==================== portout
portout/placed.png
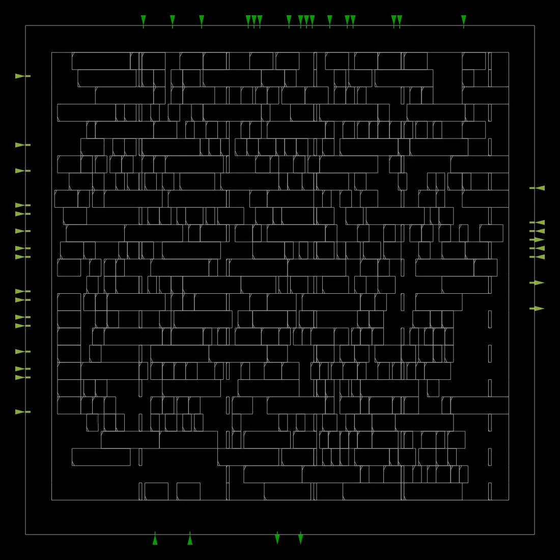
portout/closeup.png
Window x 25 to 55, y 25 to 55 um. Cells in grey, sequential cells in the stronger grey; small squares are vias.
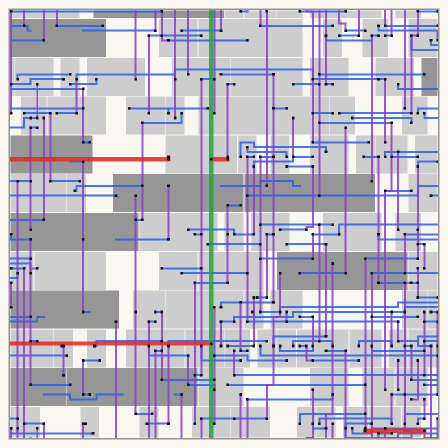
`config.mk`:
```
export PLATFORM = sky130hd
export DESIGN_NAME = portout
export DESIGN_NICKNAME = d
export VERILOG_FILES = /design/src/rtl/switch_defs.sv /design/src/rtl/portout_piso.sv /design/src/rtl/portout.sv
export SDC_FILE = /design/constraint.sdc
export NUM_CORES = 1
export LEC_CHECK = 0
export ABC_AREA = 1
export CORE_MARGIN = 4
export CORE_UTILIZATION = 47
export CTS_CLUSTER_SIZE = 24
export DETAILED_ROUTE_END_ITERATION = 16
export PLACE_DENSITY_LB_ADDON = 0.2
export SKIP_LAST_GASP = 1
export SYNTH_ARGS = -nofsm -noshare
export SYNTH_HDL_FRONTEND = slang
export SYNTH_SLANG_ARGS = --single-unit
```
`constraint.sdc`:
```
create_clock -name clock -period 1.6 [get_ports clock]
set_input_delay 0.16 -clock clock [delete_from_list [all_inputs] [get_ports clock]]
set_output_delay 0.16 -clock clock [all_outputs]
set_load 0.1 [all_outputs]
```
`src/rtl/switch_defs.sv`:
```
// Shared constants and FSM encoding for the 8x8 switch serial port blocks.
package switch_defs;

  localparam int ADDR_W    = 4;
  localparam int DATA_W    = 32;
  localparam int PORTS     = 8;
  localparam int FRAME_LEN = ADDR_W + DATA_W;

  typedef enum logic [1:0] {
    ST_IDLE = 2'd0,
    ST_ADDR = 2'd1,
    ST_DATA = 2'd2,
    ST_GAP  = 2'd3
  } state_e;

endpackage

```
`src/rtl/portout_piso.sv`:
```
// Parallel-in serial-out shifter; LSB is the serial output, zeros fill from the top.
module portout_piso #(
  parameter int W = 36
) (
  input  logic         clock,
  input  logic         reset_n,
  input  logic         load,
  input  logic         shift,
  input  logic [W-1:0] din,
  output logic         lsb
);

  logic [W-1:0] sh_q;
  logic [W-1:0] sh_d;

  // Load wins over shift; zero fill keeps dout at 0 once the frame has drained.
  always_comb begin
    sh_d = sh_q;
    if (load) begin
      sh_d = din;
    end else if (shift) begin
      sh_d = {1'b0, sh_q[W-1:1]};
    end else begin
      sh_d = sh_q;
    end
  end

  // Shift register state.
  always_ff @(posedge clock or negedge reset_n) begin
    if (!reset_n) begin
      sh_q <= {W{1'b0}};
    end else begin
      sh_q <= sh_d;
    end
  end

  assign lsb = sh_q[0];

endmodule

```
`src/rtl/portout.sv`:
```
// Output-port serializer: sends {addr, payload} LSB-first on frame_n/valid_n/dout.
module portout
  import switch_defs::*;
#(
  parameter int GAP = 1
) (
  input  logic              clock,
  input  logic              reset_n,
  input  logic              send,
  input  logic [ADDR_W-1:0] addr,
  input  logic [DATA_W-1:0] payload,
  output logic              ready,
  output logic              frame_n,
  output logic              valid_n,
  output logic              dout,
  output logic              done
);

  localparam int CNT_W = $clog2(DATA_W) + 1;
  localparam logic [CNT_W-1:0] ADDR_LAST = CNT_W'(ADDR_W - 1);
  localparam logic [CNT_W-1:0] DATA_LAST = CNT_W'(DATA_W - 1);
  localparam logic [CNT_W-1:0] GAP_LAST  = CNT_W'(GAP - 1);
  localparam logic [CNT_W-1:0] CNT_ONE   = CNT_W'(1);

  state_e           state_q;
  state_e           state_d;
  logic [CNT_W-1:0] cnt_q;
  logic [CNT_W-1:0] cnt_d;
  logic             frame_n_q;
  logic             frame_n_d;
  logic             valid_n_q;
  logic             valid_n_d;
  logic             done_q;
  logic             done_d;
  logic             load_s;
  logic             shift_s;

  // Next state, bit count and the flopped line values for the upcoming cycle.
  always_comb begin
    state_d = state_q;
    cnt_d   = cnt_q;
    load_s  = 1'b0;
    shift_s = 1'b0;
    case (state_q)
      ST_IDLE: begin
        if (send) begin
          state_d = ST_ADDR;
          cnt_d   = {CNT_W{1'b0}};
          load_s  = 1'b1;
        end else begin
          state_d = ST_IDLE;
        end
      end
      ST_ADDR: begin
        shift_s = 1'b1;
        if (cnt_q == ADDR_LAST) begin
          state_d = ST_DATA;
          cnt_d   = {CNT_W{1'b0}};
        end else begin
          cnt_d = cnt_q + CNT_ONE;
        end
      end
      ST_DATA: begin
        shift_s = 1'b1;
        if (cnt_q == DATA_LAST) begin
          state_d = ST_GAP;
          cnt_d   = {CNT_W{1'b0}};
        end else begin
          cnt_d = cnt_q + CNT_ONE;
        end
      end
      ST_GAP: begin
        if (cnt_q == GAP_LAST) begin
          state_d = ST_IDLE;
          cnt_d   = {CNT_W{1'b0}};
        end else begin
          cnt_d = cnt_q + CNT_ONE;
        end
      end
      default: begin
        state_d = ST_IDLE;
        cnt_d   = {CNT_W{1'b0}};
      end
    endcase

    // frame_n releases on the final payload bit so the receiver sees the end in-band.
    frame_n_d = !((state_d == ST_ADDR) ||
                  ((state_d == ST_DATA) && (cnt_d != DATA_LAST)));
    valid_n_d = (state_d != ST_DATA);
    done_d    = (state_d == ST_DATA) && (cnt_d == DATA_LAST);
  end

  // State, counter and registered line outputs.
  always_ff @(posedge clock or negedge reset_n) begin
    if (!reset_n) begin
      state_q   <= ST_IDLE;
      cnt_q     <= {CNT_W{1'b0}};
      frame_n_q <= 1'b1;
      valid_n_q <= 1'b1;
      done_q    <= 1'b0;
    end else begin
      state_q   <= state_d;
      cnt_q     <= cnt_d;
      frame_n_q <= frame_n_d;
      valid_n_q <= valid_n_d;
      done_q    <= done_d;
    end
  end

  portout_piso #(
    .W(FRAME_LEN)
  ) u_piso (
    .clock  (clock),
    .reset_n(reset_n),
    .load   (load_s),
    .shift  (shift_s),
    .din    ({payload, addr}),
    .lsb    (dout)
  );

  assign ready   = (state_q == ST_IDLE);
  assign frame_n = frame_n_q;
  assign valid_n = valid_n_q;
  assign done    = done_q;

endmodule

```
==> qor.csv <==
stage;metric;value;unit
synthesis;synth-async-reset-ratio;100;%
floorplanning;die-area;0.00647;mm2
final_timing;setup_slack;-4.71;ps
cells_and_area;buffers;72;
clock_network;post_cts_buffers;1;
outcome;violations;negative setup slack;
cells_and_area;flop_area;0.00118;mm2
power_and_ir_drop;seqPwrFrac;31.9;%
setup_path;crit_path_frequent_cell;nand2_1;
synthesis;synth.avg_cell_area;8.00;um2
clock_network;h-tree-depth;2;
final_timing;finalSetupViolations;1;
power_and_ir_drop;clockPowerShare;12.5;%
outcome;outcome;finished with violations;
cells_and_area;post-route-cell-area;0.00343;mm2
About portout/placed.png:
fillcell total: 441
fraction of standard cell area that is sequential: 34.3%
seq_cells: 47

About portout/closeup.png:
- M4: green
- M2: purple
- M3: red
- M1: blue
- netlist names of flops here include: `u_piso.sh_q` (6), `state_q` (2)
- most frequent: nand2_1 (11), buf_4 (11), dfrtp_1 (8)
- cells with their middle in the window: 78
- sequential cells in the window: 8


==================== stft_cos_mac
File: config.mk
export PLATFORM = sky130hd
export DESIGN_NAME = stft_cos_mac
export DESIGN_NICKNAME = d
export VERILOG_FILES = /design/src/rtl/stft_cos_mac.sv
export SDC_FILE = /design/constraint.sdc
export NUM_CORES = 1
export LEC_CHECK = 0
export CAP_MARGIN = 30
export CORE_MARGIN = 2
export CORE_UTILIZATION = 45
export CTS_BUF_LIST = sky130_fd_sc_hd__clkbuf_8
export CTS_CLUSTER_SIZE = 10
export DETAILED_ROUTE_END_ITERATION = 16
export HOLD_SLACK_MARGIN = 0.15
export PLACE_DENSITY_LB_ADDON = 0.15
export SLEW_MARGIN = 20
export SYNTH_ARGS = -nofsm -noshare
export SYNTH_HDL_FRONTEND = slang
export SYNTH_SLANG_ARGS = --single-unit
File: constraint.sdc
create_clock -name clk -period 5.96 [get_ports clk]
set_clock_uncertainty 0.1 [all_clocks]
set_input_delay 0.596 -clock clk [delete_from_list [all_inputs] [get_ports clk]]
set_output_delay 0.596 -clock clk [all_outputs]
set_load 0.005 [all_outputs]
File: src/rtl/stft_cos_mac.sv
// stft_cos_mac: single-bin DFT correlator driving the STFT cosine table.
// Optional accumulator saturation: define STFT_MAC_SAT_EN.
module stft_cos_mac #(
    parameter int N_SAMPLES = 256,
    parameter int ACC_W     = 40
) (
    input  logic                    clk,
    input  logic                    rst,
    input  logic                    start,
    input  logic [9:0]              phase_step,
    input  logic                    smp_valid,
    input  logic signed [15:0]      smp_data,
    output logic                    smp_ready,
    output logic                    cos_en,
    output logic [9:0]              cos_deg_half,
    input  logic signed [15:0]      cos_val,
    output logic                    busy,
    output logic                    done,
    output logic signed [ACC_W-1:0] acc_out,
    output logic                    ovf
);

    localparam int CW = $clog2(N_SAMPLES + 1);

    typedef enum logic [1:0] {
        S_IDLE,
        S_RUN,
        S_DRAIN
    } state_t;

    state_t                  r_state;
    logic [9:0]              r_phase;
    logic [9:0]              r_step;
    logic [CW-1:0]           r_count;
    logic signed [ACC_W-1:0] r_acc;
    logic signed [ACC_W-1:0] r_acc_out;
    logic                    r_done;
    logic                    r_ovf;

    logic                    r_v1;
    logic                    r_l1;
    logic signed [15:0]      r_smp;
    logic                    r_v2;
    logic                    r_l2;
    logic signed [31:0]      r_prod;

    logic                    w_accept;
    logic                    w_last;
    logic [9:0]              w_step_in;
    logic [10:0]             w_phase_sum;
    logic [9:0]              w_phase_nxt;
    logic signed [ACC_W-1:0] w_acc_nxt;
    logic                    w_clamp;

    assign w_accept     = smp_valid && (r_state == S_RUN);
    assign w_last       = w_accept && (r_count == CW'(N_SAMPLES - 1));
    assign w_step_in    = (phase_step >= 10'd720) ? phase_step - 10'd720
                                                  : phase_step;
    assign w_phase_sum  = {1'b0, r_phase} + {1'b0, r_step};
    assign w_phase_nxt  = (w_phase_sum >= 11'd720) ? 10'(w_phase_sum - 11'd720)
                                                   : w_phase_sum[9:0];

    assign smp_ready    = (r_state == S_RUN);
    assign cos_en       = w_accept;
    assign cos_deg_half = r_phase;
    assign busy         = (r_state != S_IDLE);
    assign done         = r_done;
    assign acc_out      = r_acc_out;
    assign ovf          = r_ovf;

`ifdef STFT_MAC_SAT_EN
    logic signed [ACC_W:0] w_sum;

    // Widened add; a sign mismatch in the top two bits means the add clamped.
    always_comb begin
        w_sum     = (ACC_W+1)'(r_acc) + (ACC_W+1)'(r_prod);
        w_clamp   = w_sum[ACC_W] ^ w_sum[ACC_W-1];
        w_acc_nxt = w_sum[ACC_W-1:0];
        if (w_clamp) begin
            w_acc_nxt = w_sum[ACC_W] ? {1'b1, {(ACC_W-1){1'b0}}}
                                     : {1'b0, {(ACC_W-1){1'b1}}};
        end
    end
`else
    // Plain modulo-2^ACC_W accumulation; overflow never flagged.
    always_comb begin
        w_acc_nxt = r_acc + ACC_W'(r_prod);
        w_clamp   = 1'b0;
    end
`endif

    // Frame control FSM, phase stepping, accumulator and result registers.
    always_ff @(posedge clk or posedge rst) begin
        if (rst) begin
            r_state   <= S_IDLE;
            r_phase   <= '0;
            r_step    <= '0;
            r_count   <= '0;
            r_acc     <= '0;
            r_acc_out <= '0;
            r_done    <= 1'b0;
            r_ovf     <= 1'b0;
        end else begin
            r_done <= 1'b0;
            unique case (r_state)
                S_IDLE: begin
                    if (start) begin
                        r_state <= S_RUN;
                        r_phase <= '0;
                        r_count <= '0;
                        r_acc   <= '0;
                        r_ovf   <= 1'b0;
                        r_step  <= w_step_in;
                    end
                end
                S_RUN: begin
                    if (w_accept) begin
                        r_phase <= w_phase_nxt;
                        r_count <= r_count + 1'b1;
                        if (w_last) r_state <= S_DRAIN;
                    end
                end
                S_DRAIN: begin
                end
                default: r_state <= S_IDLE;
            endcase
            if (r_v2) begin
                r_acc <= w_acc_nxt;
                r_ovf <= r_ovf | w_clamp;
                if (r_l2) begin
                    r_acc_out <= w_acc_nxt;
                    r_done    <= 1'b1;
                    r_state   <= S_IDLE;
                end
            end
        end
    end

    // Sample and product pipe; valid bits keep bubbles out of the sum.
    always_ff @(posedge clk or posedge rst) begin
        if (rst) begin
            r_v1   <= 1'b0;
            r_l1   <= 1'b0;
            r_smp  <= '0;
            r_v2   <= 1'b0;
            r_l2   <= 1'b0;
            r_prod <= '0;
        end else begin
            r_v1 <= w_accept;
            r_l1 <= w_last;
            if (w_accept) r_smp <= smp_data;
            r_v2 <= r_v1;
            r_l2 <= r_v1 & r_l1;
            if (r_v1) r_prod <= 32'(r_smp) * 32'(cos_val);
        end
    end

endmodule

stft_cos_mac/placed.png
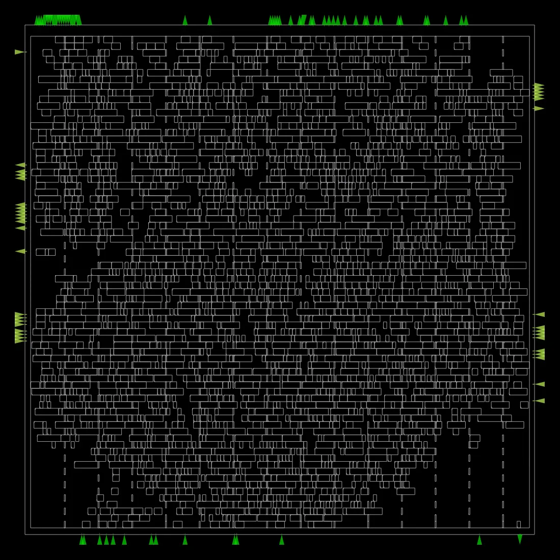
Final Util: 56.3%
fraction of standard cell area that is sequential: 17.8%
core region area: 0.0411 mm2
Layout Cells excl Fill: 2917

stft_cos_mac/layers.png
Drawn at 2 px/um. Two of the layers only.
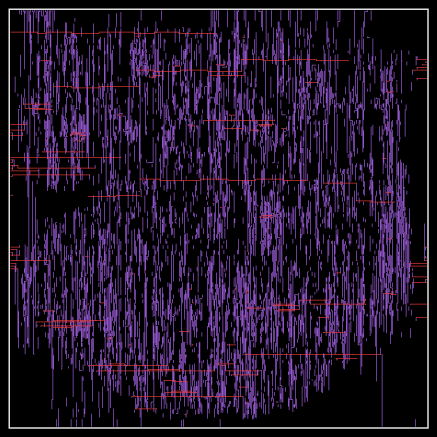
- M3: red (wire length 1500 um)
- M2: purple (wire length 24.1 mm)

==> qor.csv <==
stage;metric;value;unit
global_route;grt.total_usage;22.7;%
floorplanning;die-area;0.0435;mm2
synthesis;synthTopLogicFamily;adder cells;
cells_and_area;post-route-cell-area;0.0232;mm2
clock_network;cts_hold_buf;0;
clock_network;cts-buffers-inserted;17;
global_route;antenna_found_initial;0;
cells_and_area;area_growth_syn_to_layout;22.9;%
synthesis;numSynthFlops;164;
synthesis;ys_sh_mux;2.22;%
final_timing;setup_tns;-2620;ps
route;wl_met3;1.50;mm
setup_path;startpoint;cos_val[8];
setup_path;crit_slowest_cell;fa_1;
synthesis;common_cells;372 x nand2_1, 358 x inv_1, 264 x fa_1, 164 x dfrtp_1, 137 x ha_1;
cells_and_area;nNetsFinal;2819;
setup_path;rrSetupSlack;-480;ps
setup_path;path_delay_family;adder cells;
place;io_buffers;99;
synthesis;ys_sh_simple;16.4;%
setup_path;endpoint;r_prod[31]$_DFFE_PP0P_;
route;ant_nets;0;
setup_path;worst_r2r_path_depth;23;
global_route;met3_usage;3.50;%
setup_path;slowest_delay;520;ps
setup_path;reg2reg_to;r_prod[31]$_DFFE_PP0P_;
synthesis;largest_area_cell;fa_1;
place;placed_area;0.0218;mm2
final_timing;clock.fmax;155;MHz
place;dpl.cell_count;2824;
synthesis;yosys_cells;2086;
synthesis;flop_cell;dfrtp_1;
synthesis;synth_cell_type_count;60;
final_timing;min_period;6470;ps
route;routedWlPerCell;16.0;um
clock_network;post_cts_buffers;43;
route;wl;46.7;mm
final_timing;setup_slack;-507;ps
setup_path;crit_path_frequent_cell;fa_1;
place;place.gp.congestion;0.879;
outcome;violations;negative setup slack;
route;vias_per_cell;5.11;
setup_path;worst-setup-path-type;input port to register;
outcome;outcome;finished with violations;
route;dr.first_iter.drc_count;706;
setup_path;required;6270;ps
run;warnings;31;
floorplanning;pin_count;101;
setup_path;cp-end-kind;register;
route;drc;0;
cells_and_area;flop_area;0.00412;mm2
final_timing;whs;366;ps
clock_network;cts_tree;built;
hold_path;holdPathEnd;r_l2$_DFF_PP0_;
synthesis;aoi_share;10.3;%
synthesis;top_cell;nand2_1;
place;hpwl;36.2;mm
cells_and_area;layout-drive-gt1-share;18.2;%
route;drt-met1-wl;20.2;mm
setup_path;cp_max_fo;7;
final_timing;finalSetupViolations;10;
floorplanning;fp.dieH;209;um
clock_network;clkSinkCount;164;
synthesis;synth-area-yosys;0.0188;mm2

==================== cam_read
$ cat config.mk
export PLATFORM = sky130hd
export DESIGN_NAME = cam_read
export DESIGN_NICKNAME = d
export VERILOG_FILES = /design/src/rtl/cam_read_pkg.sv /design/src/rtl/cam_read_sync_edge.sv /design/src/rtl/cam_read.sv
export SDC_FILE = /design/constraint.sdc
export NUM_CORES = 1
export LEC_CHECK = 0
export ABC_AREA = 1
export CORE_UTILIZATION = 53
export DETAILED_ROUTE_END_ITERATION = 10
export PLACE_DENSITY = 0.9
export REMOVE_ABC_BUFFERS = 1
export SLEW_MARGIN = 40
export SYNTH_ARGS = -nofsm -noshare
export SYNTH_HDL_FRONTEND = slang
export SYNTH_HIERARCHICAL = 1
export SYNTH_SLANG_ARGS = --single-unit
$ cat constraint.sdc
create_clock -name clk -period 1.7 [get_ports clk]
set_clock_uncertainty 0.15 [all_clocks]
set_input_delay 0.34 -clock clk [delete_from_list [all_inputs] [get_ports clk]]
set_output_delay 0.34 -clock clk [all_outputs]
set_load 0.1 [all_outputs]
$ cat src/rtl/cam_read_pkg.sv
// Shared definitions for the OV7670 capture path and the VGA-side address logic.
package cam_read_pkg;

  // Default frame geometry, also used by the VGA-side frame-buffer addressing.
  localparam int CAM_SCREEN_X_DEF = 160;
  localparam int CAM_SCREEN_Y_DEF = 120;

  // Capture FSM states.
  typedef enum logic [1:0] {
    IDLE,
    WAIT_START,
    BYTE1,
    BYTE2
  } cam_state_e;

  // RGB565 bit fields kept in the RGB332 pixel (top bits of each channel).
  localparam int R_MSB = 15;
  localparam int R_LSB = 13;
  localparam int G_MSB = 10;
  localparam int G_LSB = 8;
  localparam int B_MSB = 4;
  localparam int B_LSB = 3;

  function automatic logic [7:0] rgb565_to_rgb332(input logic [15:0] p565);
    return {p565[R_MSB:R_LSB], p565[G_MSB:G_LSB], p565[B_MSB:B_LSB]};
  endfunction

endpackage

$ cat src/rtl/cam_read_sync_edge.sv
// Two-flop synchroniser for an asynchronous camera control line, with
// rise/fall pulses derived from the synchronised level.
module cam_read_sync_edge (
  input  logic clk,
  input  logic rst,
  input  logic d,
  output logic level,
  output logic rise,
  output logic fall
);

  logic s1;
  logic s2;
  logic prev;

  // Synchronise the input and keep last cycle's synchronised value for edges.
  always_ff @(posedge clk or negedge rst) begin
    if (!rst) begin
      s1   <= 1'b0;
      s2   <= 1'b0;
      prev <= 1'b0;
    end else begin
      s1   <= d;
      s2   <= s1;
      prev <= s2;
    end
  end

  assign level = s2;
  assign rise  = s2 & ~prev;
  assign fall  = ~s2 & prev;

endmodule

$ cat src/rtl/cam_read.sv
// OV7670 pixel capture: oversamples the camera bus on clk, pairs RGB565 bytes,
// converts to RGB332 and writes one pixel per cycle-wide strobe into the frame buffer.
module cam_read
  import cam_read_pkg::*;
#(
  parameter int AW           = 15,
  parameter int DW           = 8,
  parameter int CAM_SCREEN_X = CAM_SCREEN_X_DEF,
  parameter int CAM_SCREEN_Y = CAM_SCREEN_Y_DEF
) (
  input  logic          clk,
  input  logic          rst,
  input  logic          en,
  input  logic          pclk,
  input  logic          href,
  input  logic          vsync,
  input  logic [DW-1:0] px_data,
  output logic [AW-1:0] mem_px_addr,
  output logic [DW-1:0] mem_px_data,
  output logic          px_wr,
  output logic          frame_done,
  output logic          overflow
);

  localparam logic [AW-1:0] LAST_ADDR = AW'(CAM_SCREEN_X * CAM_SCREEN_Y - 1);

  logic          pclk_s, pclk_rise, pclk_fall;
  logic          href_s, href_rise, href_fall;
  logic          vsync_s, vsync_rise, vsync_fall;
  logic [DW-1:0] px_d1;
  logic [DW-1:0] px_d;
  logic [DW-1:0] byte1;
  logic          full;
  cam_state_e    state;

  cam_read_sync_edge u_sync_pclk (
    .clk(clk), .rst(rst), .d(pclk), .level(pclk_s), .rise(pclk_rise), .fall(pclk_fall)
  );

  cam_read_sync_edge u_sync_href (
    .clk(clk), .rst(rst), .d(href), .level(href_s), .rise(href_rise), .fall(href_fall)
  );

  cam_read_sync_edge u_sync_vsync (
    .clk(clk), .rst(rst), .d(vsync), .level(vsync_s), .rise(vsync_rise), .fall(vsync_fall)
  );

  // Edge outputs that the capture logic has no use for.
  logic unused_edges;
  assign unused_edges = pclk_s | pclk_fall | href_rise;

  // Delay the data byte by the same two flops so it lines up with pclk_rise.
  always_ff @(posedge clk or negedge rst) begin
    if (!rst) begin
      px_d1 <= '0;
      px_d  <= '0;
    end else begin
      px_d1 <= px_data;
      px_d  <= px_d1;
    end
  end

  // Capture FSM with registered write strobe, address, pixel and status flags.
  // The address advances the cycle after each write and saturates at the last
  // pixel; 'full' remembers that the last pixel has been written.
  always_ff @(posedge clk or negedge rst) begin
    if (!rst) begin
      state       <= IDLE;
      mem_px_addr <= '0;
      mem_px_data <= '0;
      px_wr       <= 1'b0;
      frame_done  <= 1'b0;
      overflow    <= 1'b0;
      byte1       <= '0;
      full        <= 1'b0;
    end else begin
      px_wr      <= 1'b0;
      frame_done <= 1'b0;
      if (px_wr) begin
        if (mem_px_addr == LAST_ADDR) full <= 1'b1;
        else                          mem_px_addr <= mem_px_addr + AW'(1);
      end
      case (state)
        IDLE: begin
          if (vsync_s) state <= WAIT_START;
        end
        WAIT_START: begin
          if (vsync_fall) begin
            if (en) begin
              state       <= BYTE1;
              mem_px_addr <= '0;
              overflow    <= 1'b0;
              full        <= 1'b0;
            end else begin
              state <= IDLE;
            end
          end
        end
        BYTE1: begin
          if (vsync_rise) begin
            frame_done <= 1'b1;
            state      <= WAIT_START;
          end else if (pclk_rise && href_s) begin
            byte1 <= px_d;
            state <= BYTE2;
          end
        end
        BYTE2: begin
          if (vsync_rise) begin
            frame_done <= 1'b1;
            state      <= WAIT_START;
          end else if (href_fall) begin
            state <= BYTE1;
          end else if (pclk_rise && href_s) begin
            state <= BYTE1;
            if (full) begin
              overflow <= 1'b1;
            end else begin
              px_wr       <= 1'b1;
              mem_px_data <= DW'(rgb565_to_rgb332({byte1, px_d}));
            end
          end
        end
      endcase
    end
  end

endmodule

cam_read/layers.png
Drawn at 6 px/um. Two of the layers only.
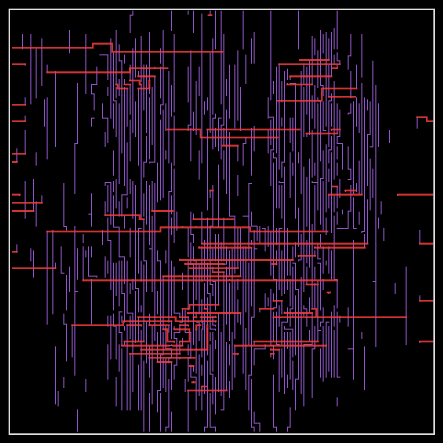
- M3: red (wire length 599 um)
- M2: purple (wire length 3460 um)

cam_read/gates.png
Drawn at 6 px/um.
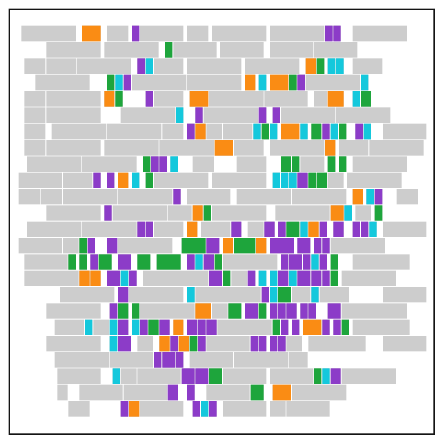
- inv cells: cyan (cells 38)
- aoi and oai cells: orange (cells 28)
- nand cells: purple (cells 91)
- nor cells: green (cells 44)

==> qor.csv <==
stage;metric;value;unit
global_route;grt-ovfl-total;0;
setup_path;worst_r2r_path_depth;8;
cells_and_area;area_growth_syn_to_layout;44.7;%
global_route;grt.total_usage;28.7;%
route;drc;2;
synthesis;netlist_area;0.00249;mm2
route;highest_layer;met4;
cells_and_area;n_fill_cell;230;
outcome;outcome;finished with violations;
route;drt-met1-wl;2.39;mm
setup_path;reg2reg_to;mem_px_addr[8]$_DFF_PN0_;
setup_path;worst-setup-path-type;register to register;
setup_path;endpoint;mem_px_addr[8]$_DFF_PN0_;
cells_and_area;inverters;38;
outcome;violations;design-rule violations, negative setup slack;
final_timing;tightestPinTransition;336;ps
hold_path;min_path_type;register to register;
setup_path;rrSetupSlack;-10;ps
clock_network;clk_pin_slew;70;ps
setup_path;crit_path_frequent_cell;nor2_1;
cells_and_area;comb_area_share;23.5;%
cells_and_area;layout-drive-gt1-share;25.6;%
route;routedWlPerCell;17.2;um
setup_path;crit_slowest_cell;dfrtp_1;
route;dr.first_iter.drc_count;310;
route;vias;2205;
power_and_ir_drop;power.total;5980;uW
synthesis;yosysWarningCount;6;
final_timing;slew_viol_final;0;
setup_path;crit_path_start_kind;register;
final_timing;finalHoldViolations;0;
power_and_ir_drop;peakVddDrop;0.000991;V
floorplanning;pin_count;40;
floorplanning;die-area;0.00498;mm2
place;dpl.cell_count;371;
final_timing;period_used_share;101;%
clock_network;cts_tree;built;
route;wl_met2;3.46;mm
place;io_buffers;39;
route;wl;6.69;mm
clock_network;post_cts_buffers;0;
place;dp_slack;89.5;ps
cells_and_area;clock_area_share;7.46;%
final_timing;whs;196;ps
synthesis;syn_inst;272;
final_timing;setup_slack;-12.9;ps
power_and_ir_drop;seqPwrFrac;32.8;%
cells_and_area;buffer_area_share;21.6;%
power_and_ir_drop;maxPowerGroup;combinational cells;
global_route;use_met2;47.8;%
final_timing;finalSetupViolations;1;
clock_network;ctsResizeCount;2;
global_route;grt_pass1_vias;2133;
place;hpwl;4.07;mm
clock_network;clk_latency;350;ps
global_route;antenna_found_initial;0;
hold_path;holdPathEnd;px_d[4]$_DFF_PN0_;
setup_path;required;1780;ps
floorplanning;fp.dieH;70.6;um
cells_and_area;layout_top_cell;nand2_1;
power_and_ir_drop;p_comb_share;39.1;%
run;drv_cap;0;
power_and_ir_drop;powerComb;2340;uW
setup_path;reg2reg_from;mem_px_addr[1]$_DFF_PN0_;

==================== divisor_bcd_display
divisor_bcd_display/closeup.png
Window x 36 to 66, y 36 to 66 um. Cells in grey, sequential cells in the stronger grey; small squares are vias.
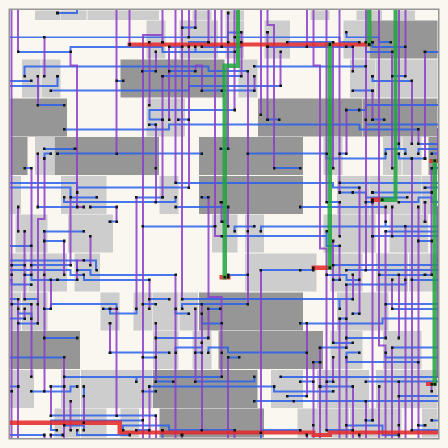
divisor_bcd_display/gates.png
Drawn at 4 px/um.
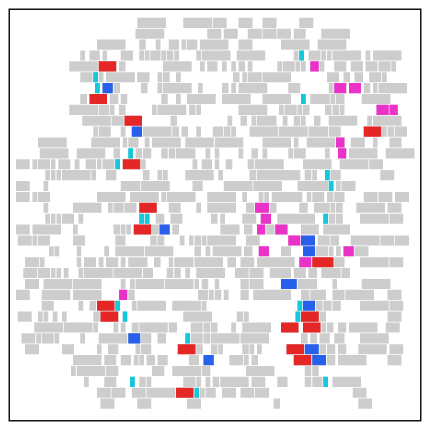
`src/rtl/divisor_bcd_display.sv`:
```
// Captures the divider's quotient/remainder, converts each to 3-digit BCD by
// sequential double-dabble, and scans both values onto six seven-segment digits.
//
// state  | meaning
// IDLE   | waiting for done_in; display keeps showing the last result
// SHIFT  | 7 double-dabble iterations, both channels in parallel
// FINISH | publish accumulators to the BCD outputs, pulse bcd_valid
module divisor_bcd_display #(
    parameter int REFRESH_DIV = 50000,
    parameter bit BLANK_LZ    = 1'b1
) (
    input  logic        clk,
    input  logic        rst,
    input  logic [6:0]  cociente,
    input  logic [6:0]  residuo,
    input  logic        done_in,
    output logic [11:0] cociente_bcd,
    output logic [11:0] residuo_bcd,
    output logic        bcd_valid,
    output logic        busy,
    output logic        overrun,
    output logic [5:0]  an,
    output logic [6:0]  seg
);
    typedef enum logic [1:0] {ST_IDLE, ST_SHIFT, ST_FINISH} state_t;

    localparam int CNT_W = (REFRESH_DIV > 1) ? $clog2(REFRESH_DIV) : 1;
    localparam logic [CNT_W-1:0] SCAN_LAST = CNT_W'(REFRESH_DIV - 1);

    state_t           state_q, state_d;
    logic [6:0]       bin_c_q, bin_c_d, bin_r_q, bin_r_d;
    logic [11:0]      acc_c_q, acc_c_d, acc_r_q, acc_r_d;
    logic [2:0]       iter_q, iter_d;
    logic [11:0]      cociente_bcd_q, cociente_bcd_d, residuo_bcd_q, residuo_bcd_d;
    logic             bcd_valid_q, bcd_valid_d;
    logic             overrun_q, overrun_d;
    logic [CNT_W-1:0] scan_cnt_q, scan_cnt_d;
    logic [2:0]       digit_idx_q, digit_idx_d;
    logic [5:0]       an_q, an_d;
    logic [6:0]       seg_q, seg_d;
    logic [10:0]      adj_c, adj_r;
    logic [3:0]       disp_nib;
    logic             disp_blank;

    // Hundreds never exceeds 1 for a 7-bit input, so only tens/units need the +3 fix-up.
    function automatic logic [7:0] dd_adjust(input logic [7:0] b);
        logic [7:0] r;
        r[7:4] = (b[7:4] >= 4'd5) ? b[7:4] + 4'd3 : b[7:4];
        r[3:0] = (b[3:0] >= 4'd5) ? b[3:0] + 4'd3 : b[3:0];
        return r;
    endfunction

    function automatic logic [6:0] seg_code(input logic [3:0] d);
        case (d)
            4'd0:    return 7'b1000000;
            4'd1:    return 7'b1111001;
            4'd2:    return 7'b0100100;
            4'd3:    return 7'b0110000;
            4'd4:    return 7'b0011001;
            4'd5:    return 7'b0010010;
            4'd6:    return 7'b0000010;
            4'd7:    return 7'b1111000;
            4'd8:    return 7'b0000000;
            4'd9:    return 7'b0010000;
            default: return 7'b1111111;
        endcase
    endfunction

    assign adj_c = {acc_c_q[10:8], dd_adjust(acc_c_q[7:0])};
    assign adj_r = {acc_r_q[10:8], dd_adjust(acc_r_q[7:0])};

    always_comb begin
        state_d        = state_q;
        bin_c_d        = bin_c_q;
        bin_r_d        = bin_r_q;
        acc_c_d        = acc_c_q;
        acc_r_d        = acc_r_q;
        iter_d         = iter_q;
        cociente_bcd_d = cociente_bcd_q;
        residuo_bcd_d  = residuo_bcd_q;
        bcd_valid_d    = 1'b0;
        overrun_d      = overrun_q;

        case (state_q)
            ST_IDLE: begin
                if (done_in) begin
                    bin_c_d = cociente;
                    bin_r_d = residuo;
                    acc_c_d = '0;
                    acc_r_d = '0;
                    iter_d  = '0;
                    state_d = ST_SHIFT;
                end
            end
            ST_SHIFT: begin
                acc_c_d = {adj_c, bin_c_q[6]};
                acc_r_d = {adj_r, bin_r_q[6]};
                bin_c_d = {bin_c_q[5:0], 1'b0};
                bin_r_d = {bin_r_q[5:0], 1'b0};
                if (iter_q == 3'd6) begin
                    state_d = ST_FINISH;
                end else begin
                    iter_d = iter_q + 3'd1;
                end
            end
            ST_FINISH: begin
                cociente_bcd_d = acc_c_q;
                residuo_bcd_d  = acc_r_q;
                bcd_valid_d    = 1'b1;
                state_d        = ST_IDLE;
            end
            default: state_d = ST_IDLE;
        endcase

        // A strobe arriving in FINISH is dropped too: the FSM is not back in IDLE yet.
        if (done_in && (state_q != ST_IDLE)) begin
            overrun_d = 1'b1;
        end
    end

    always_comb begin
        scan_cnt_d  = scan_cnt_q + CNT_W'(1);
        digit_idx_d = digit_idx_q;
        if (scan_cnt_q == SCAN_LAST) begin
            scan_cnt_d  = '0;
            digit_idx_d = (digit_idx_q == 3'd5) ? 3'd0 : digit_idx_q + 3'd1;
        end

        disp_nib   = 4'd0;
        disp_blank = 1'b0;
        case (digit_idx_q)
            3'd0: disp_nib = residuo_bcd_q[3:0];
            3'd1: begin
                disp_nib   = residuo_bcd_q[7:4];
                disp_blank = BLANK_LZ && (residuo_bcd_q[11:4] == 8'h00);
            end
            3'd2: begin
                disp_nib   = residuo_bcd_q[11:8];
                disp_blank = BLANK_LZ && (residuo_bcd_q[11:8] == 4'h0);
            end
            3'd3: disp_nib = cociente_bcd_q[3:0];
            3'd4: begin
                disp_nib   = cociente_bcd_q[7:4];
                disp_blank = BLANK_LZ && (cociente_bcd_q[11:4] == 8'h00);
            end
            3'd5: begin
                disp_nib   = cociente_bcd_q[11:8];
                disp_blank = BLANK_LZ && (cociente_bcd_q[11:8] == 4'h0);
            end
            default: disp_blank = 1'b1;
        endcase
        an_d  = ~(6'b000001 << digit_idx_q);
        seg_d = disp_blank ? 7'b1111111 : seg_code(disp_nib);
    end

    always_ff @(posedge clk) begin
        if (rst) begin
            state_q        <= ST_IDLE;
            bin_c_q        <= '0;
            bin_r_q        <= '0;
            acc_c_q        <= '0;
            acc_r_q        <= '0;
            iter_q         <= '0;
            cociente_bcd_q <= '0;
            residuo_bcd_q  <= '0;
            bcd_valid_q    <= 1'b0;
            overrun_q      <= 1'b0;
            scan_cnt_q     <= '0;
            digit_idx_q    <= '0;
            an_q           <= 6'b111110;
            seg_q          <= 7'b1000000;
        end else begin
            state_q        <= state_d;
            bin_c_q        <= bin_c_d;
            bin_r_q        <= bin_r_d;
            acc_c_q        <= acc_c_d;
            acc_r_q        <= acc_r_d;
            iter_q         <= iter_d;
            cociente_bcd_q <= cociente_bcd_d;
            residuo_bcd_q  <= residuo_bcd_d;
            bcd_valid_q    <= bcd_valid_d;
            overrun_q      <= overrun_d;
            scan_cnt_q     <= scan_cnt_d;
            digit_idx_q    <= digit_idx_d;
            an_q           <= an_d;
            seg_q          <= seg_d;
        end
    end

    assign cociente_bcd = cociente_bcd_q;
    assign residuo_bcd  = residuo_bcd_q;
    assign bcd_valid    = bcd_valid_q;
    assign busy         = (state_q != ST_IDLE);
    assign overrun      = overrun_q;
    assign an           = an_q;
    assign seg          = seg_q;
endmodule
```
`config.mk`:
```
export PLATFORM = sky130hd
export DESIGN_NAME = divisor_bcd_display
export DESIGN_NICKNAME = d
export VERILOG_FILES = /design/src/rtl/divisor_bcd_display.sv
export SDC_FILE = /design/constraint.sdc
export NUM_CORES = 1
export LEC_CHECK = 0
export CORE_UTILIZATION = 45
export DETAILED_ROUTE_END_ITERATION = 16
export PLACE_DENSITY = 0.65
export SETUP_SLACK_MARGIN = 0.4
export SYNTH_ARGS = -nofsm -noshare
export SYNTH_HDL_FRONTEND = slang
export SYNTH_SLANG_ARGS = --single-unit
```
`constraint.sdc`:
```
create_clock -name clk -period 2.6 [get_ports clk]
set_input_delay 0.52 -clock clk [delete_from_list [all_inputs] [get_ports clk]]
set_output_delay 0.52 -clock clk [all_outputs]
set_load 0.005 [all_outputs]
```
==> qor.csv <==
stage;metric;value;unit
synthesis;synth.top_cell.area_share;44.5;%
final_timing;clock.fmax;480;MHz
synthesis;yosys_cells;535;
hold_path;holdPathEnd;cociente_bcd[11]$_SDFFE_PP0P_;
hold_path;min_path_type;register to register;
setup_path;slowest_delay;410;ps
global_route;use_met2;36.4;%
synthesis;syn_inst;535;
power_and_ir_drop;peakVddDrop;0.000316;V
cells_and_area;postLayoutCoreUtil;55.6;%
place;hpwl;7.17;mm
setup_path;reg2reg_from;digit_idx_q[0]$_SDFFE_PP0P_;
cells_and_area;layout-drive-gt1-share;7.89;%
synthesis;aoi_share;18.4;%
power_and_ir_drop;seqPwrFrac;57.6;%
clock_network;post_cts_buffers;0;
synthesis;xor_share;4.63;%
final_timing;finalSetupViolations;0;
clock_network;clk_latency;360;ps
place;place.gp.congestion;0.884;
setup_path;cp.arrival;2320;ps
synthesis;ys_sh_simple;21.2;%
synthesis;fp_nets;569;
outcome;outcome;finished, final reports clean;
About divisor_bcd_display/closeup.png:
- M1: blue
- M2: purple
- M4: green
- M3: red
- most frequent: nand2_1 (15), dfxtp_1 (13), a21oi_1 (8)
- cells with their middle in the window: 65
- netlist names of flops here include: `residuo_bcd` (7), `acc_r_q` (4), `cociente_bcd` (2)
- sequential cells in the window: 13

About divisor_bcd_display/gates.png:
- fa/ha/maj cells: red (cells 17)
- inv cells: cyan (cells 19)
- non-inverting ao/oa cells: blue (cells 11)
- and/or cells: magenta (cells 16; where middle right)


==================== hs32_fetch_q
hs32_fetch_q/route_heat.png
Drawn at 1.5 px/um. The die is cut into 34 by 34 equal tiles; dark purple is low, yellow is high, scaled to the fullest tile. Values are wire area over tile area, all layers added.
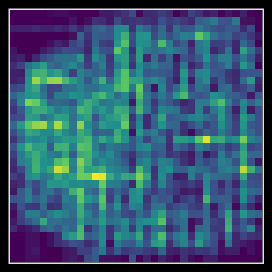
hs32_fetch_q/placed.png
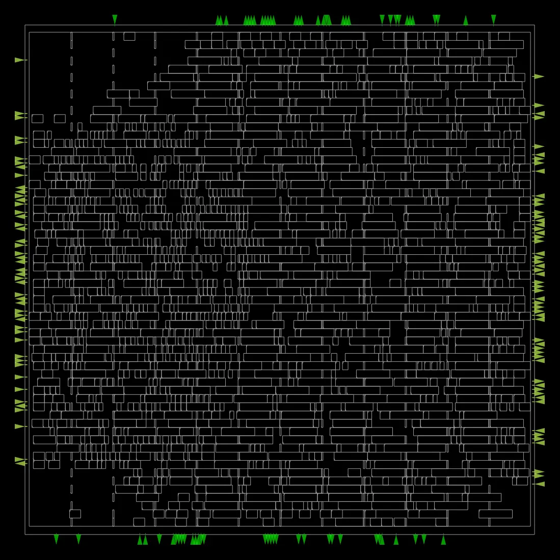
### config.mk
export PLATFORM = sky130hd
export DESIGN_NAME = hs32_fetch_q
export DESIGN_NICKNAME = d
export VERILOG_FILES = /design/src/rtl/hs32_pkg.sv /design/src/rtl/hs32_sync_fifo.sv /design/src/rtl/hs32_fetch_q.sv
export SDC_FILE = /design/constraint.sdc
export NUM_CORES = 1
export LEC_CHECK = 0
export ABC_AREA = 1
export CAP_MARGIN = 20
export CORE_UTILIZATION = 50
export CTS_CLUSTER_DIAMETER = 30
export DETAILED_ROUTE_END_ITERATION = 10
export HOLD_SLACK_MARGIN = 0.15
export PLACE_DENSITY_LB_ADDON = 0.2
export SLEW_MARGIN = 40
export SYNTH_ARGS = -nofsm -noshare
export SYNTH_HDL_FRONTEND = slang
export SYNTH_SLANG_ARGS = --single-unit
### constraint.sdc
create_clock -name clk -period 5.1 [get_ports clk]
set_clock_uncertainty 0.1 [all_clocks]
set_input_delay 0.765 -clock clk [delete_from_list [all_inputs] [get_ports clk]]
set_output_delay 0.765 -clock clk [all_outputs]
set_load 0.005 [all_outputs]
### src/rtl/hs32_pkg.sv
// Shared hs32 fetch definitions: entry layout, instruction size and reset PC.
package hs32_pkg;

  localparam int unsigned HS32_WIDTH          = 32;
  localparam int unsigned HS32_AWIDTH         = 32;
  localparam int unsigned HS32_BYTES_PER_INST = HS32_WIDTH / 8;
  localparam logic [HS32_AWIDTH-1:0] HS32_RESET_PC = '0;

  typedef struct packed {
    logic [HS32_WIDTH-1:0]  inst;
    logic [HS32_AWIDTH-1:0] pc;
  } fetch_entry_t;

endpackage

### src/rtl/hs32_sync_fifo.sv
// Synchronous FIFO with extra-bit pointers, combinational head read and a
// one-cycle flush that discards every queued entry.
module hs32_sync_fifo #(
  parameter int unsigned DEPTH = 4,
  parameter int unsigned DBITS = 2,
  parameter int unsigned DW    = 64
) (
  input  logic           clk,
  input  logic           reset,
  input  logic           push,
  input  logic [DW-1:0]  din,
  input  logic           pop,
  input  logic           flush,
  output logic [DW-1:0]  dout,
  output logic [DBITS:0] count,
  output logic           full,
  output logic           empty
);

  logic [DW-1:0]  r_mem [DEPTH];
  logic [DBITS:0] r_wp;
  logic [DBITS:0] r_rp;
  logic           w_do_push;
  logic           w_do_pop;

  assign w_do_push = push && !flush && !full;
  assign w_do_pop  = pop && !flush && !empty;

  always_ff @(posedge clk) begin
    if (reset) begin
      r_wp <= '0;
      r_rp <= '0;
    end else begin
      if (w_do_push) r_wp <= r_wp + 1'b1;
      if (flush) r_rp <= r_wp;
      else if (w_do_pop) r_rp <= r_rp + 1'b1;
    end
  end

  always_ff @(posedge clk) begin
    if (w_do_push) r_mem[r_wp[DBITS-1:0]] <= din;
  end

  assign dout  = r_mem[r_rp[DBITS-1:0]];
  assign count = r_wp - r_rp;
  assign full  = (count == (DBITS+1)'(DEPTH));
  assign empty = (count == '0);

endmodule

### src/rtl/hs32_fetch_q.sv
// hs32 prefetch queue: sequential fetch issue, PC-tagged buffering and
// flush/redirect with stale-response drop. Optional FETCH_STATS_EN adds counters.
module hs32_fetch_q
  import hs32_pkg::*;
#(
  parameter int unsigned DEPTH  = 4,
  parameter int unsigned DBITS  = 2,
  parameter int unsigned WIDTH  = HS32_WIDTH,
  parameter int unsigned AWIDTH = HS32_AWIDTH,
  parameter logic [AWIDTH-1:0] RESET_PC = AWIDTH'(HS32_RESET_PC)
) (
  input  logic              clk,
  input  logic              reset,
  output logic [AWIDTH-1:0] addr,
  input  logic [WIDTH-1:0]  dtr,
  output logic              reqm,
  input  logic              ackm,
  output logic [WIDTH-1:0]  instd,
  output logic [AWIDTH-1:0] pcd,
  output logic              ackd,
  input  logic              reqd,
  input  logic [AWIDTH-1:0] newpc,
  input  logic              flush
`ifdef FETCH_STATS_EN
  ,
  output logic [31:0]       stall_cnt,
  output logic [15:0]       flush_cnt
`endif
);

  localparam logic [AWIDTH-1:0] ADDR_INC = AWIDTH'(WIDTH / 8);

  logic [AWIDTH-1:0]       r_addr;
  logic                    r_reqm;
  logic                    r_discard;
  logic [AWIDTH-1:0]       r_redirect;

  logic [DBITS:0]          w_count;
  logic                    w_full;
  logic                    w_empty;
  logic                    w_pop;
  logic                    w_ack;
  logic                    w_push;
  logic [DBITS:0]          w_fill_next;
  logic                    w_issue_ok;
  logic [WIDTH+AWIDTH-1:0] w_head;

  assign w_ack  = ackm && r_reqm;
  assign w_push = w_ack && !r_discard && !flush;
  assign w_pop  = reqd && !w_empty && !flush;

  // A request may be outstanding next cycle only if its push cannot overflow.
  assign w_fill_next = flush ? '0
                     : w_count + (DBITS+1)'(w_push) - (DBITS+1)'(w_pop);
  assign w_issue_ok  = (w_fill_next < (DBITS+1)'(DEPTH));

  hs32_sync_fifo #(
    .DEPTH (DEPTH),
    .DBITS (DBITS),
    .DW    (WIDTH + AWIDTH)
  ) u_fifo (
    .clk   (clk),
    .reset (reset),
    .push  (w_push),
    .din   ({dtr, r_addr}),
    .pop   (w_pop),
    .flush (flush),
    .dout  (w_head),
    .count (w_count),
    .full  (w_full),
    .empty (w_empty)
  );

  always_ff @(posedge clk) begin
    if (reset) begin
      r_addr     <= RESET_PC;
      r_reqm     <= 1'b0;
      r_discard  <= 1'b0;
      r_redirect <= '0;
    end else if (flush) begin
      if (r_reqm && !ackm) begin
        // Keep the in-flight address stable; retarget once its ack lands.
        r_discard  <= 1'b1;
        r_redirect <= newpc;
      end else begin
        r_addr    <= newpc;
        r_discard <= 1'b0;
        r_reqm    <= w_issue_ok;
      end
    end else if (w_ack) begin
      if (r_discard) begin
        r_addr    <= r_redirect;
        r_discard <= 1'b0;
      end else begin
        r_addr <= r_addr + ADDR_INC;
      end
      r_reqm <= w_issue_ok;
    end else if (!r_reqm) begin
      r_reqm <= w_issue_ok;
    end
  end

  assign addr  = r_addr;
  assign reqm  = r_reqm;
  assign ackd  = !w_empty;
  assign instd = w_head[WIDTH+AWIDTH-1:AWIDTH];
  assign pcd   = w_head[AWIDTH-1:0];

`ifdef FETCH_STATS_EN
  logic [31:0] r_stall_cnt;
  logic [15:0] r_flush_cnt;

  always_ff @(posedge clk) begin
    if (reset) begin
      r_stall_cnt <= '0;
      r_flush_cnt <= '0;
    end else begin
      if (reqd && w_empty && (r_stall_cnt != '1)) r_stall_cnt <= r_stall_cnt + 1'b1;
      if (flush && (r_flush_cnt != '1)) r_flush_cnt <= r_flush_cnt + 1'b1;
    end
  end

  assign stall_cnt = r_stall_cnt;
  assign flush_cnt = r_flush_cnt;
`endif

  logic w_unused;
  assign w_unused = w_full;

endmodule
==> qor.csv <==
stage;metric;value;unit
setup_path;worst-setup-path-type;register to primary output;
cells_and_area;flop_area;0.00918;mm2
floorplanning;n_tap_cell;341;
synthesis;ys_sh_simple;15.0;%
cells_and_area;largest_reg_flops;256;
setup_path;cp_max_fo;49;
route;wl;33.1;mm
global_route;grt-ovfl-total;0;
clock_network;clkSinkCount;330;
outcome;outcome;finished, final reports clean;
cells_and_area;comb_cells;831;
final_timing;finalSetupViolations;0;
synthesis;top_cells_by_area;edfxtp_1 56%, dfxtp_1 11%, nand2_1 6.1%;
place;place.gp.congestion;0.822;
final_timing;slew_viol_final;0;
synthesis;aoi_share;12.1;%
synthesis;synth-async-reset-ratio;0;%
cells_and_area;largest_cell_class;sequential cells;
setup_path;slowest_delay;520;ps
final_timing;finalHoldViolations;0;
cells_and_area;lay_top_cells;256 x edfxtp_1, 225 x nand2_1, 217 x nor2_1;
power_and_ir_drop;power.total;8590;uW
clock_network;h-tree-depth;3;
cells_and_area;inverters;73;
route;vias;10276;
synthesis;flop_cell;edfxtp_1;
power_and_ir_drop;powerComb;804;uW
setup_path;path_buffers;3;
synthesis;yosysWarningCount;0;
hold_path;min_path_type;register to register;
route;ant_nets;0;
cells_and_area;antenna_cells;0;
floorplanning;core_area;0.0270;mm2
power_and_ir_drop;cellLeakagePower;0.00653;uW
clock_network;clk_latency;560;ps
cells_and_area;comb_area_share;22.2;%
cells_and_area;comb_area;0.00405;mm2
floorplanning;die_w;168;um
power_and_ir_drop;pg_clk;4650;uW
power_and_ir_drop;swShare;24.0;%
setup_path;path_delay_family;buffers and inverters;
route;highest_layer;met4;
synthesis;yosys_cells;1306;
synthesis;ys_sh_mux;0.0724;%
setup_path;required;4240;ps
final_timing;tightestPinTransition;713;ps
synthesis;syn_inst;1306;
place;dp_slack;1480;ps
About hs32_fetch_q/route_heat.png:
- nearly empty tiles: 6.4%
- densest ninth of the die: middle left
- fullest tile: 0.59
- mean over tiles: 0.19

About hs32_fetch_q/placed.png:
seq_cells: 330
fillcell total: 2038


==================== demux7_1to2_buf
demux7_1to2_buf/placed.png
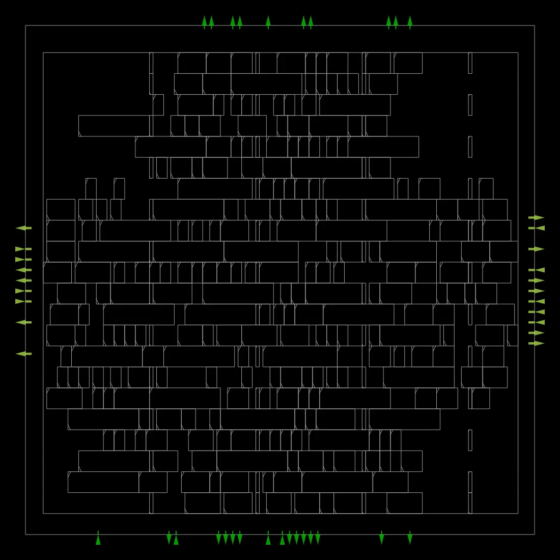
demux7_1to2_buf/layers.png
Drawn at 6 px/um. Two of the layers only.
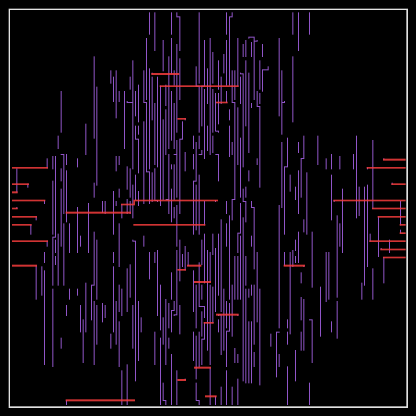
--- src/rtl/demux7_1to2_buf.sv ---
// Buffered 1-to-2 demultiplexer: one valid/ready input stream is steered by in_sel into
// one of two single-entry registered output channels, each with a wrapping push counter.
module demux7_1to2_buf #(
    parameter int unsigned WIDTH = 7,
    parameter int unsigned CNTW  = 8
) (
    input  logic             clk,
    input  logic             reset,
    input  logic [WIDTH-1:0] in_data,
    input  logic             in_sel,
    input  logic             in_valid,
    output logic             in_ready,
    output logic [WIDTH-1:0] out0_data,
    output logic             out0_valid,
    input  logic             out0_ready,
    output logic [WIDTH-1:0] out1_data,
    output logic             out1_valid,
    input  logic             out1_ready,
    output logic [CNTW-1:0]  cnt0,
    output logic [CNTW-1:0]  cnt1
);

    typedef enum logic {StEmpty, StFull} state_e;

    state_e           state_q [2];
    state_e           state_d [2];
    logic [WIDTH-1:0] data_q  [2];
    logic [WIDTH-1:0] data_d  [2];
    logic [CNTW-1:0]  cnt_q   [2];
    logic [CNTW-1:0]  cnt_d   [2];

    logic [1:0] out_ready;
    logic [1:0] frees;
    logic [1:0] pop;
    logic [1:0] push;

    assign out_ready = {out1_ready, out0_ready};

    // A channel frees when empty or when its current word leaves this edge.
    always_comb begin
        frees = '0;
        pop   = '0;
        for (int i = 0; i < 2; i++) begin
            pop[i]   = (state_q[i] == StFull) && out_ready[i];
            frees[i] = (state_q[i] == StEmpty) || out_ready[i];
        end
    end

    // No bypass to the other channel: a blocked target stalls the whole input.
    assign in_ready = !reset && frees[in_sel];

    always_comb begin
        push = '0;
        for (int i = 0; i < 2; i++) begin
            push[i] = in_valid && in_ready && (in_sel == 1'(i));
        end
    end

    // State register
    always_ff @(posedge clk or posedge reset) begin
        if (reset) begin
            for (int i = 0; i < 2; i++) begin
                state_q[i] <= StEmpty;
                data_q[i]  <= '0;
                cnt_q[i]   <= '0;
            end
        end else begin
            for (int i = 0; i < 2; i++) begin
                state_q[i] <= state_d[i];
                data_q[i]  <= data_d[i];
                cnt_q[i]   <= cnt_d[i];
            end
        end
    end

    // Next-state logic
    always_comb begin
        for (int i = 0; i < 2; i++) begin
            state_d[i] = state_q[i];
            data_d[i]  = data_q[i];
            cnt_d[i]   = cnt_q[i];
            unique case (state_q[i])
                StEmpty: if (push[i]) state_d[i] = StFull;
                StFull:  if (pop[i] && !push[i]) state_d[i] = StEmpty;
                default: state_d[i] = StEmpty;
            endcase
            if (push[i]) begin
                data_d[i] = in_data;
                cnt_d[i]  = cnt_q[i] + 1'b1;
            end
        end
    end

    // Outputs
    always_comb begin
        out0_valid = (state_q[0] == StFull);
        out1_valid = (state_q[1] == StFull);
        out0_data  = data_q[0];
        out1_data  = data_q[1];
        cnt0       = cnt_q[0];
        cnt1       = cnt_q[1];
    end

endmodule
--- config.mk ---
export PLATFORM = sky130hd
export DESIGN_NAME = demux7_1to2_buf
export DESIGN_NICKNAME = d
export VERILOG_FILES = /design/src/rtl/demux7_1to2_buf.sv
export SDC_FILE = /design/constraint.sdc
export NUM_CORES = 1
export LEC_CHECK = 0
export ABC_AREA = 1
export CAP_MARGIN = 20
export CORE_MARGIN = 2
export CORE_UTILIZATION = 40
export CTS_CLUSTER_DIAMETER = 30
export DETAILED_ROUTE_END_ITERATION = 7
export PLACE_DENSITY = 0.77
export SETUP_SLACK_MARGIN = 0.02
export SLEW_MARGIN = 0
export SYNTH_ARGS = -nofsm -noshare
export SYNTH_HDL_FRONTEND = slang
export SYNTH_SLANG_ARGS = --single-unit
--- constraint.sdc ---
create_clock -name clk -period 1.37 [get_ports clk]
set_input_delay 0.137 -clock clk [delete_from_list [all_inputs] [get_ports clk]]
set_output_delay 0.137 -clock clk [all_outputs]
set_load 0.01 [all_outputs]
==> qor.csv <==
stage;metric;value;unit
cells_and_area;postLayoutCoreUtil;65.5;%
setup_path;cp-end-kind;primary output;
final_timing;finalSetupViolations;0;
setup_path;crit_path_start_kind;register;
final_timing;min_period;1330;ps
setup_path;startpoint;out1_data[4]$_DFFE_PP0P_;
synthesis;syn_inst;189;
power_and_ir_drop;p_per_area;1320;mW/mm2
final_timing;tightestPinTransition;315;ps
final_timing;period_used_share;97.2;%
synthesis;synth_cell_type_count;20;
clock_network;root_buffer;clkbuf_8;
route;highest_layer;met4;
route;dr.first_iter.drc_count;63;
synthesis;synth-async-reset-ratio;100;%
place;dpl.cell_count;298;
global_route;grt.total_usage;19.7;%
setup_path;path_delay_family;buffers and inverters;
floorplanning;pin_count;46;
cells_and_area;nNetsFinal;283;
clock_network;cts_max_path_buffers;2;
place;io_buffers;45;
global_route;met3_usage;4.26;%
floorplanning;fp_util;41.8;%
clock_network;post_cts_buffers;10;
cells_and_area;finalNonFillerCells;317;
final_timing;clock_skew;5.37;ps
cells_and_area;post-route-cell-area;0.00242;mm2
power_and_ir_drop;pg_clk;727;uW
synthesis;flop_cell;dfrtp_1;
clock_network;cts_hold_buf;0;
cells_and_area;lay_top_cells;82 x nand2_1, 29 x clkdlybuf4s50_1, 28 x dfrtp_1, 28 x buf_4, 19 x nand3_1;
synthesis;numSynthFlops;32;
cells_and_area;largest_cell_class;sequential cells;
setup_path;worst-setup-path-type;register to primary output;
cells_and_area;layout_top_cell;nand2_1;
setup_path;cp.arrival;1200;ps
clock_network;cts-buffers-inserted;5;
floorplanning;die_w;66.1;um
synthesis;yosysWarningCount;0;
setup_path;rrSetupSlack;100;ps
route;wl;4.05;mm
power_and_ir_drop;power.total;3190;uW
power_and_ir_drop;powerComb;1140;uW
global_route;grt_use_met1;23.7;%
synthesis;netlist_area;0.00154;mm2
global_route;grt_pass1_vias;1502;
power_and_ir_drop;peakVddDrop;0.00112;V
synthesis;ys_seq_share;51.9;%
setup_path;reg2reg_to;cnt0[6]$_DFFE_PP0P_;
global_route;grt-ovfl-total;0;
outcome;outcome;finished, final reports clean;
setup_path;cp_cell_sequence;clkdlybuf4s50_1;
synthesis;top_cells_by_area;dfrtp_1 52%, nand2_1 20%, nand3_1 6.8%;
cells_and_area;comb_cells;139;
cells_and_area;comb_area_share;28.8;%
synthesis;synthTopLogicFamily;simple AND/OR/NAND/NOR gates;
final_timing;rsz0062_at_grt;yes;
power_and_ir_drop;pg_seq;1320;uW
clock_network;clk_pin_slew;60;ps
setup_path;worst_r2r_path_depth;8;
route;detail_route.first_pass.iterations;4;
setup_path;endpoint;out1_data[4];
global_route;grt_max_degree;25;
synthesis;ys_sh_simple;35.9;%
Notes on demux7_1to2_buf/placed.png above:
fillcell total: 308
n_taps: 48
FP Rows: 22
core region area: 0.00369 mm2

Notes on demux7_1to2_buf/layers.png above:
- M2: purple (wire length 2080 um)
- M3: red (wire length 168 um)



==> notes/layouts.md <==
Pictures saved along the way, in no particular order.

Selected gate families.
picture 1
Drawn at 2 px/um.
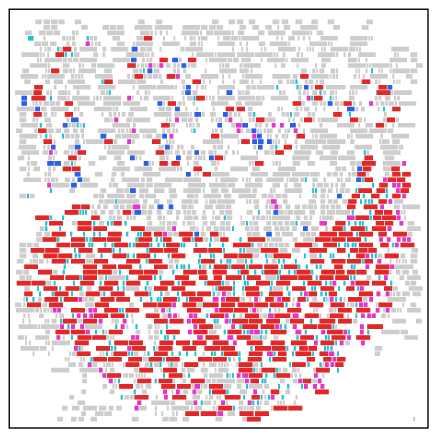
picture 2
Drawn at 6 px/um.
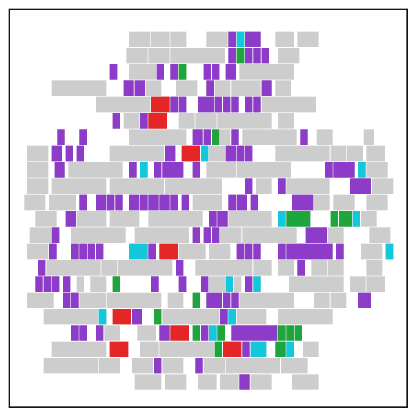
picture 3
Drawn at 4 px/um.
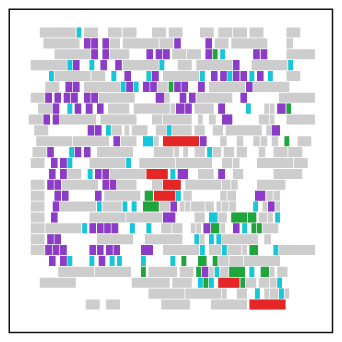
picture 4
Drawn at 2 px/um.
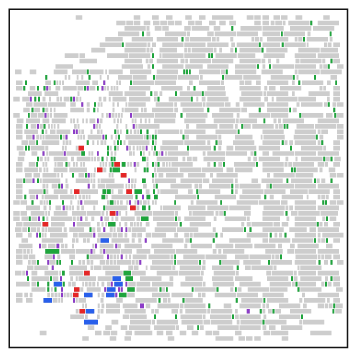
The one with the largest die is picture 1.
Picture 3 is portout.
Picture 4 is hs32_fetch_q.
Picture 1 is stft_cos_mac.
Picture 2 is demux7_1to2_buf.

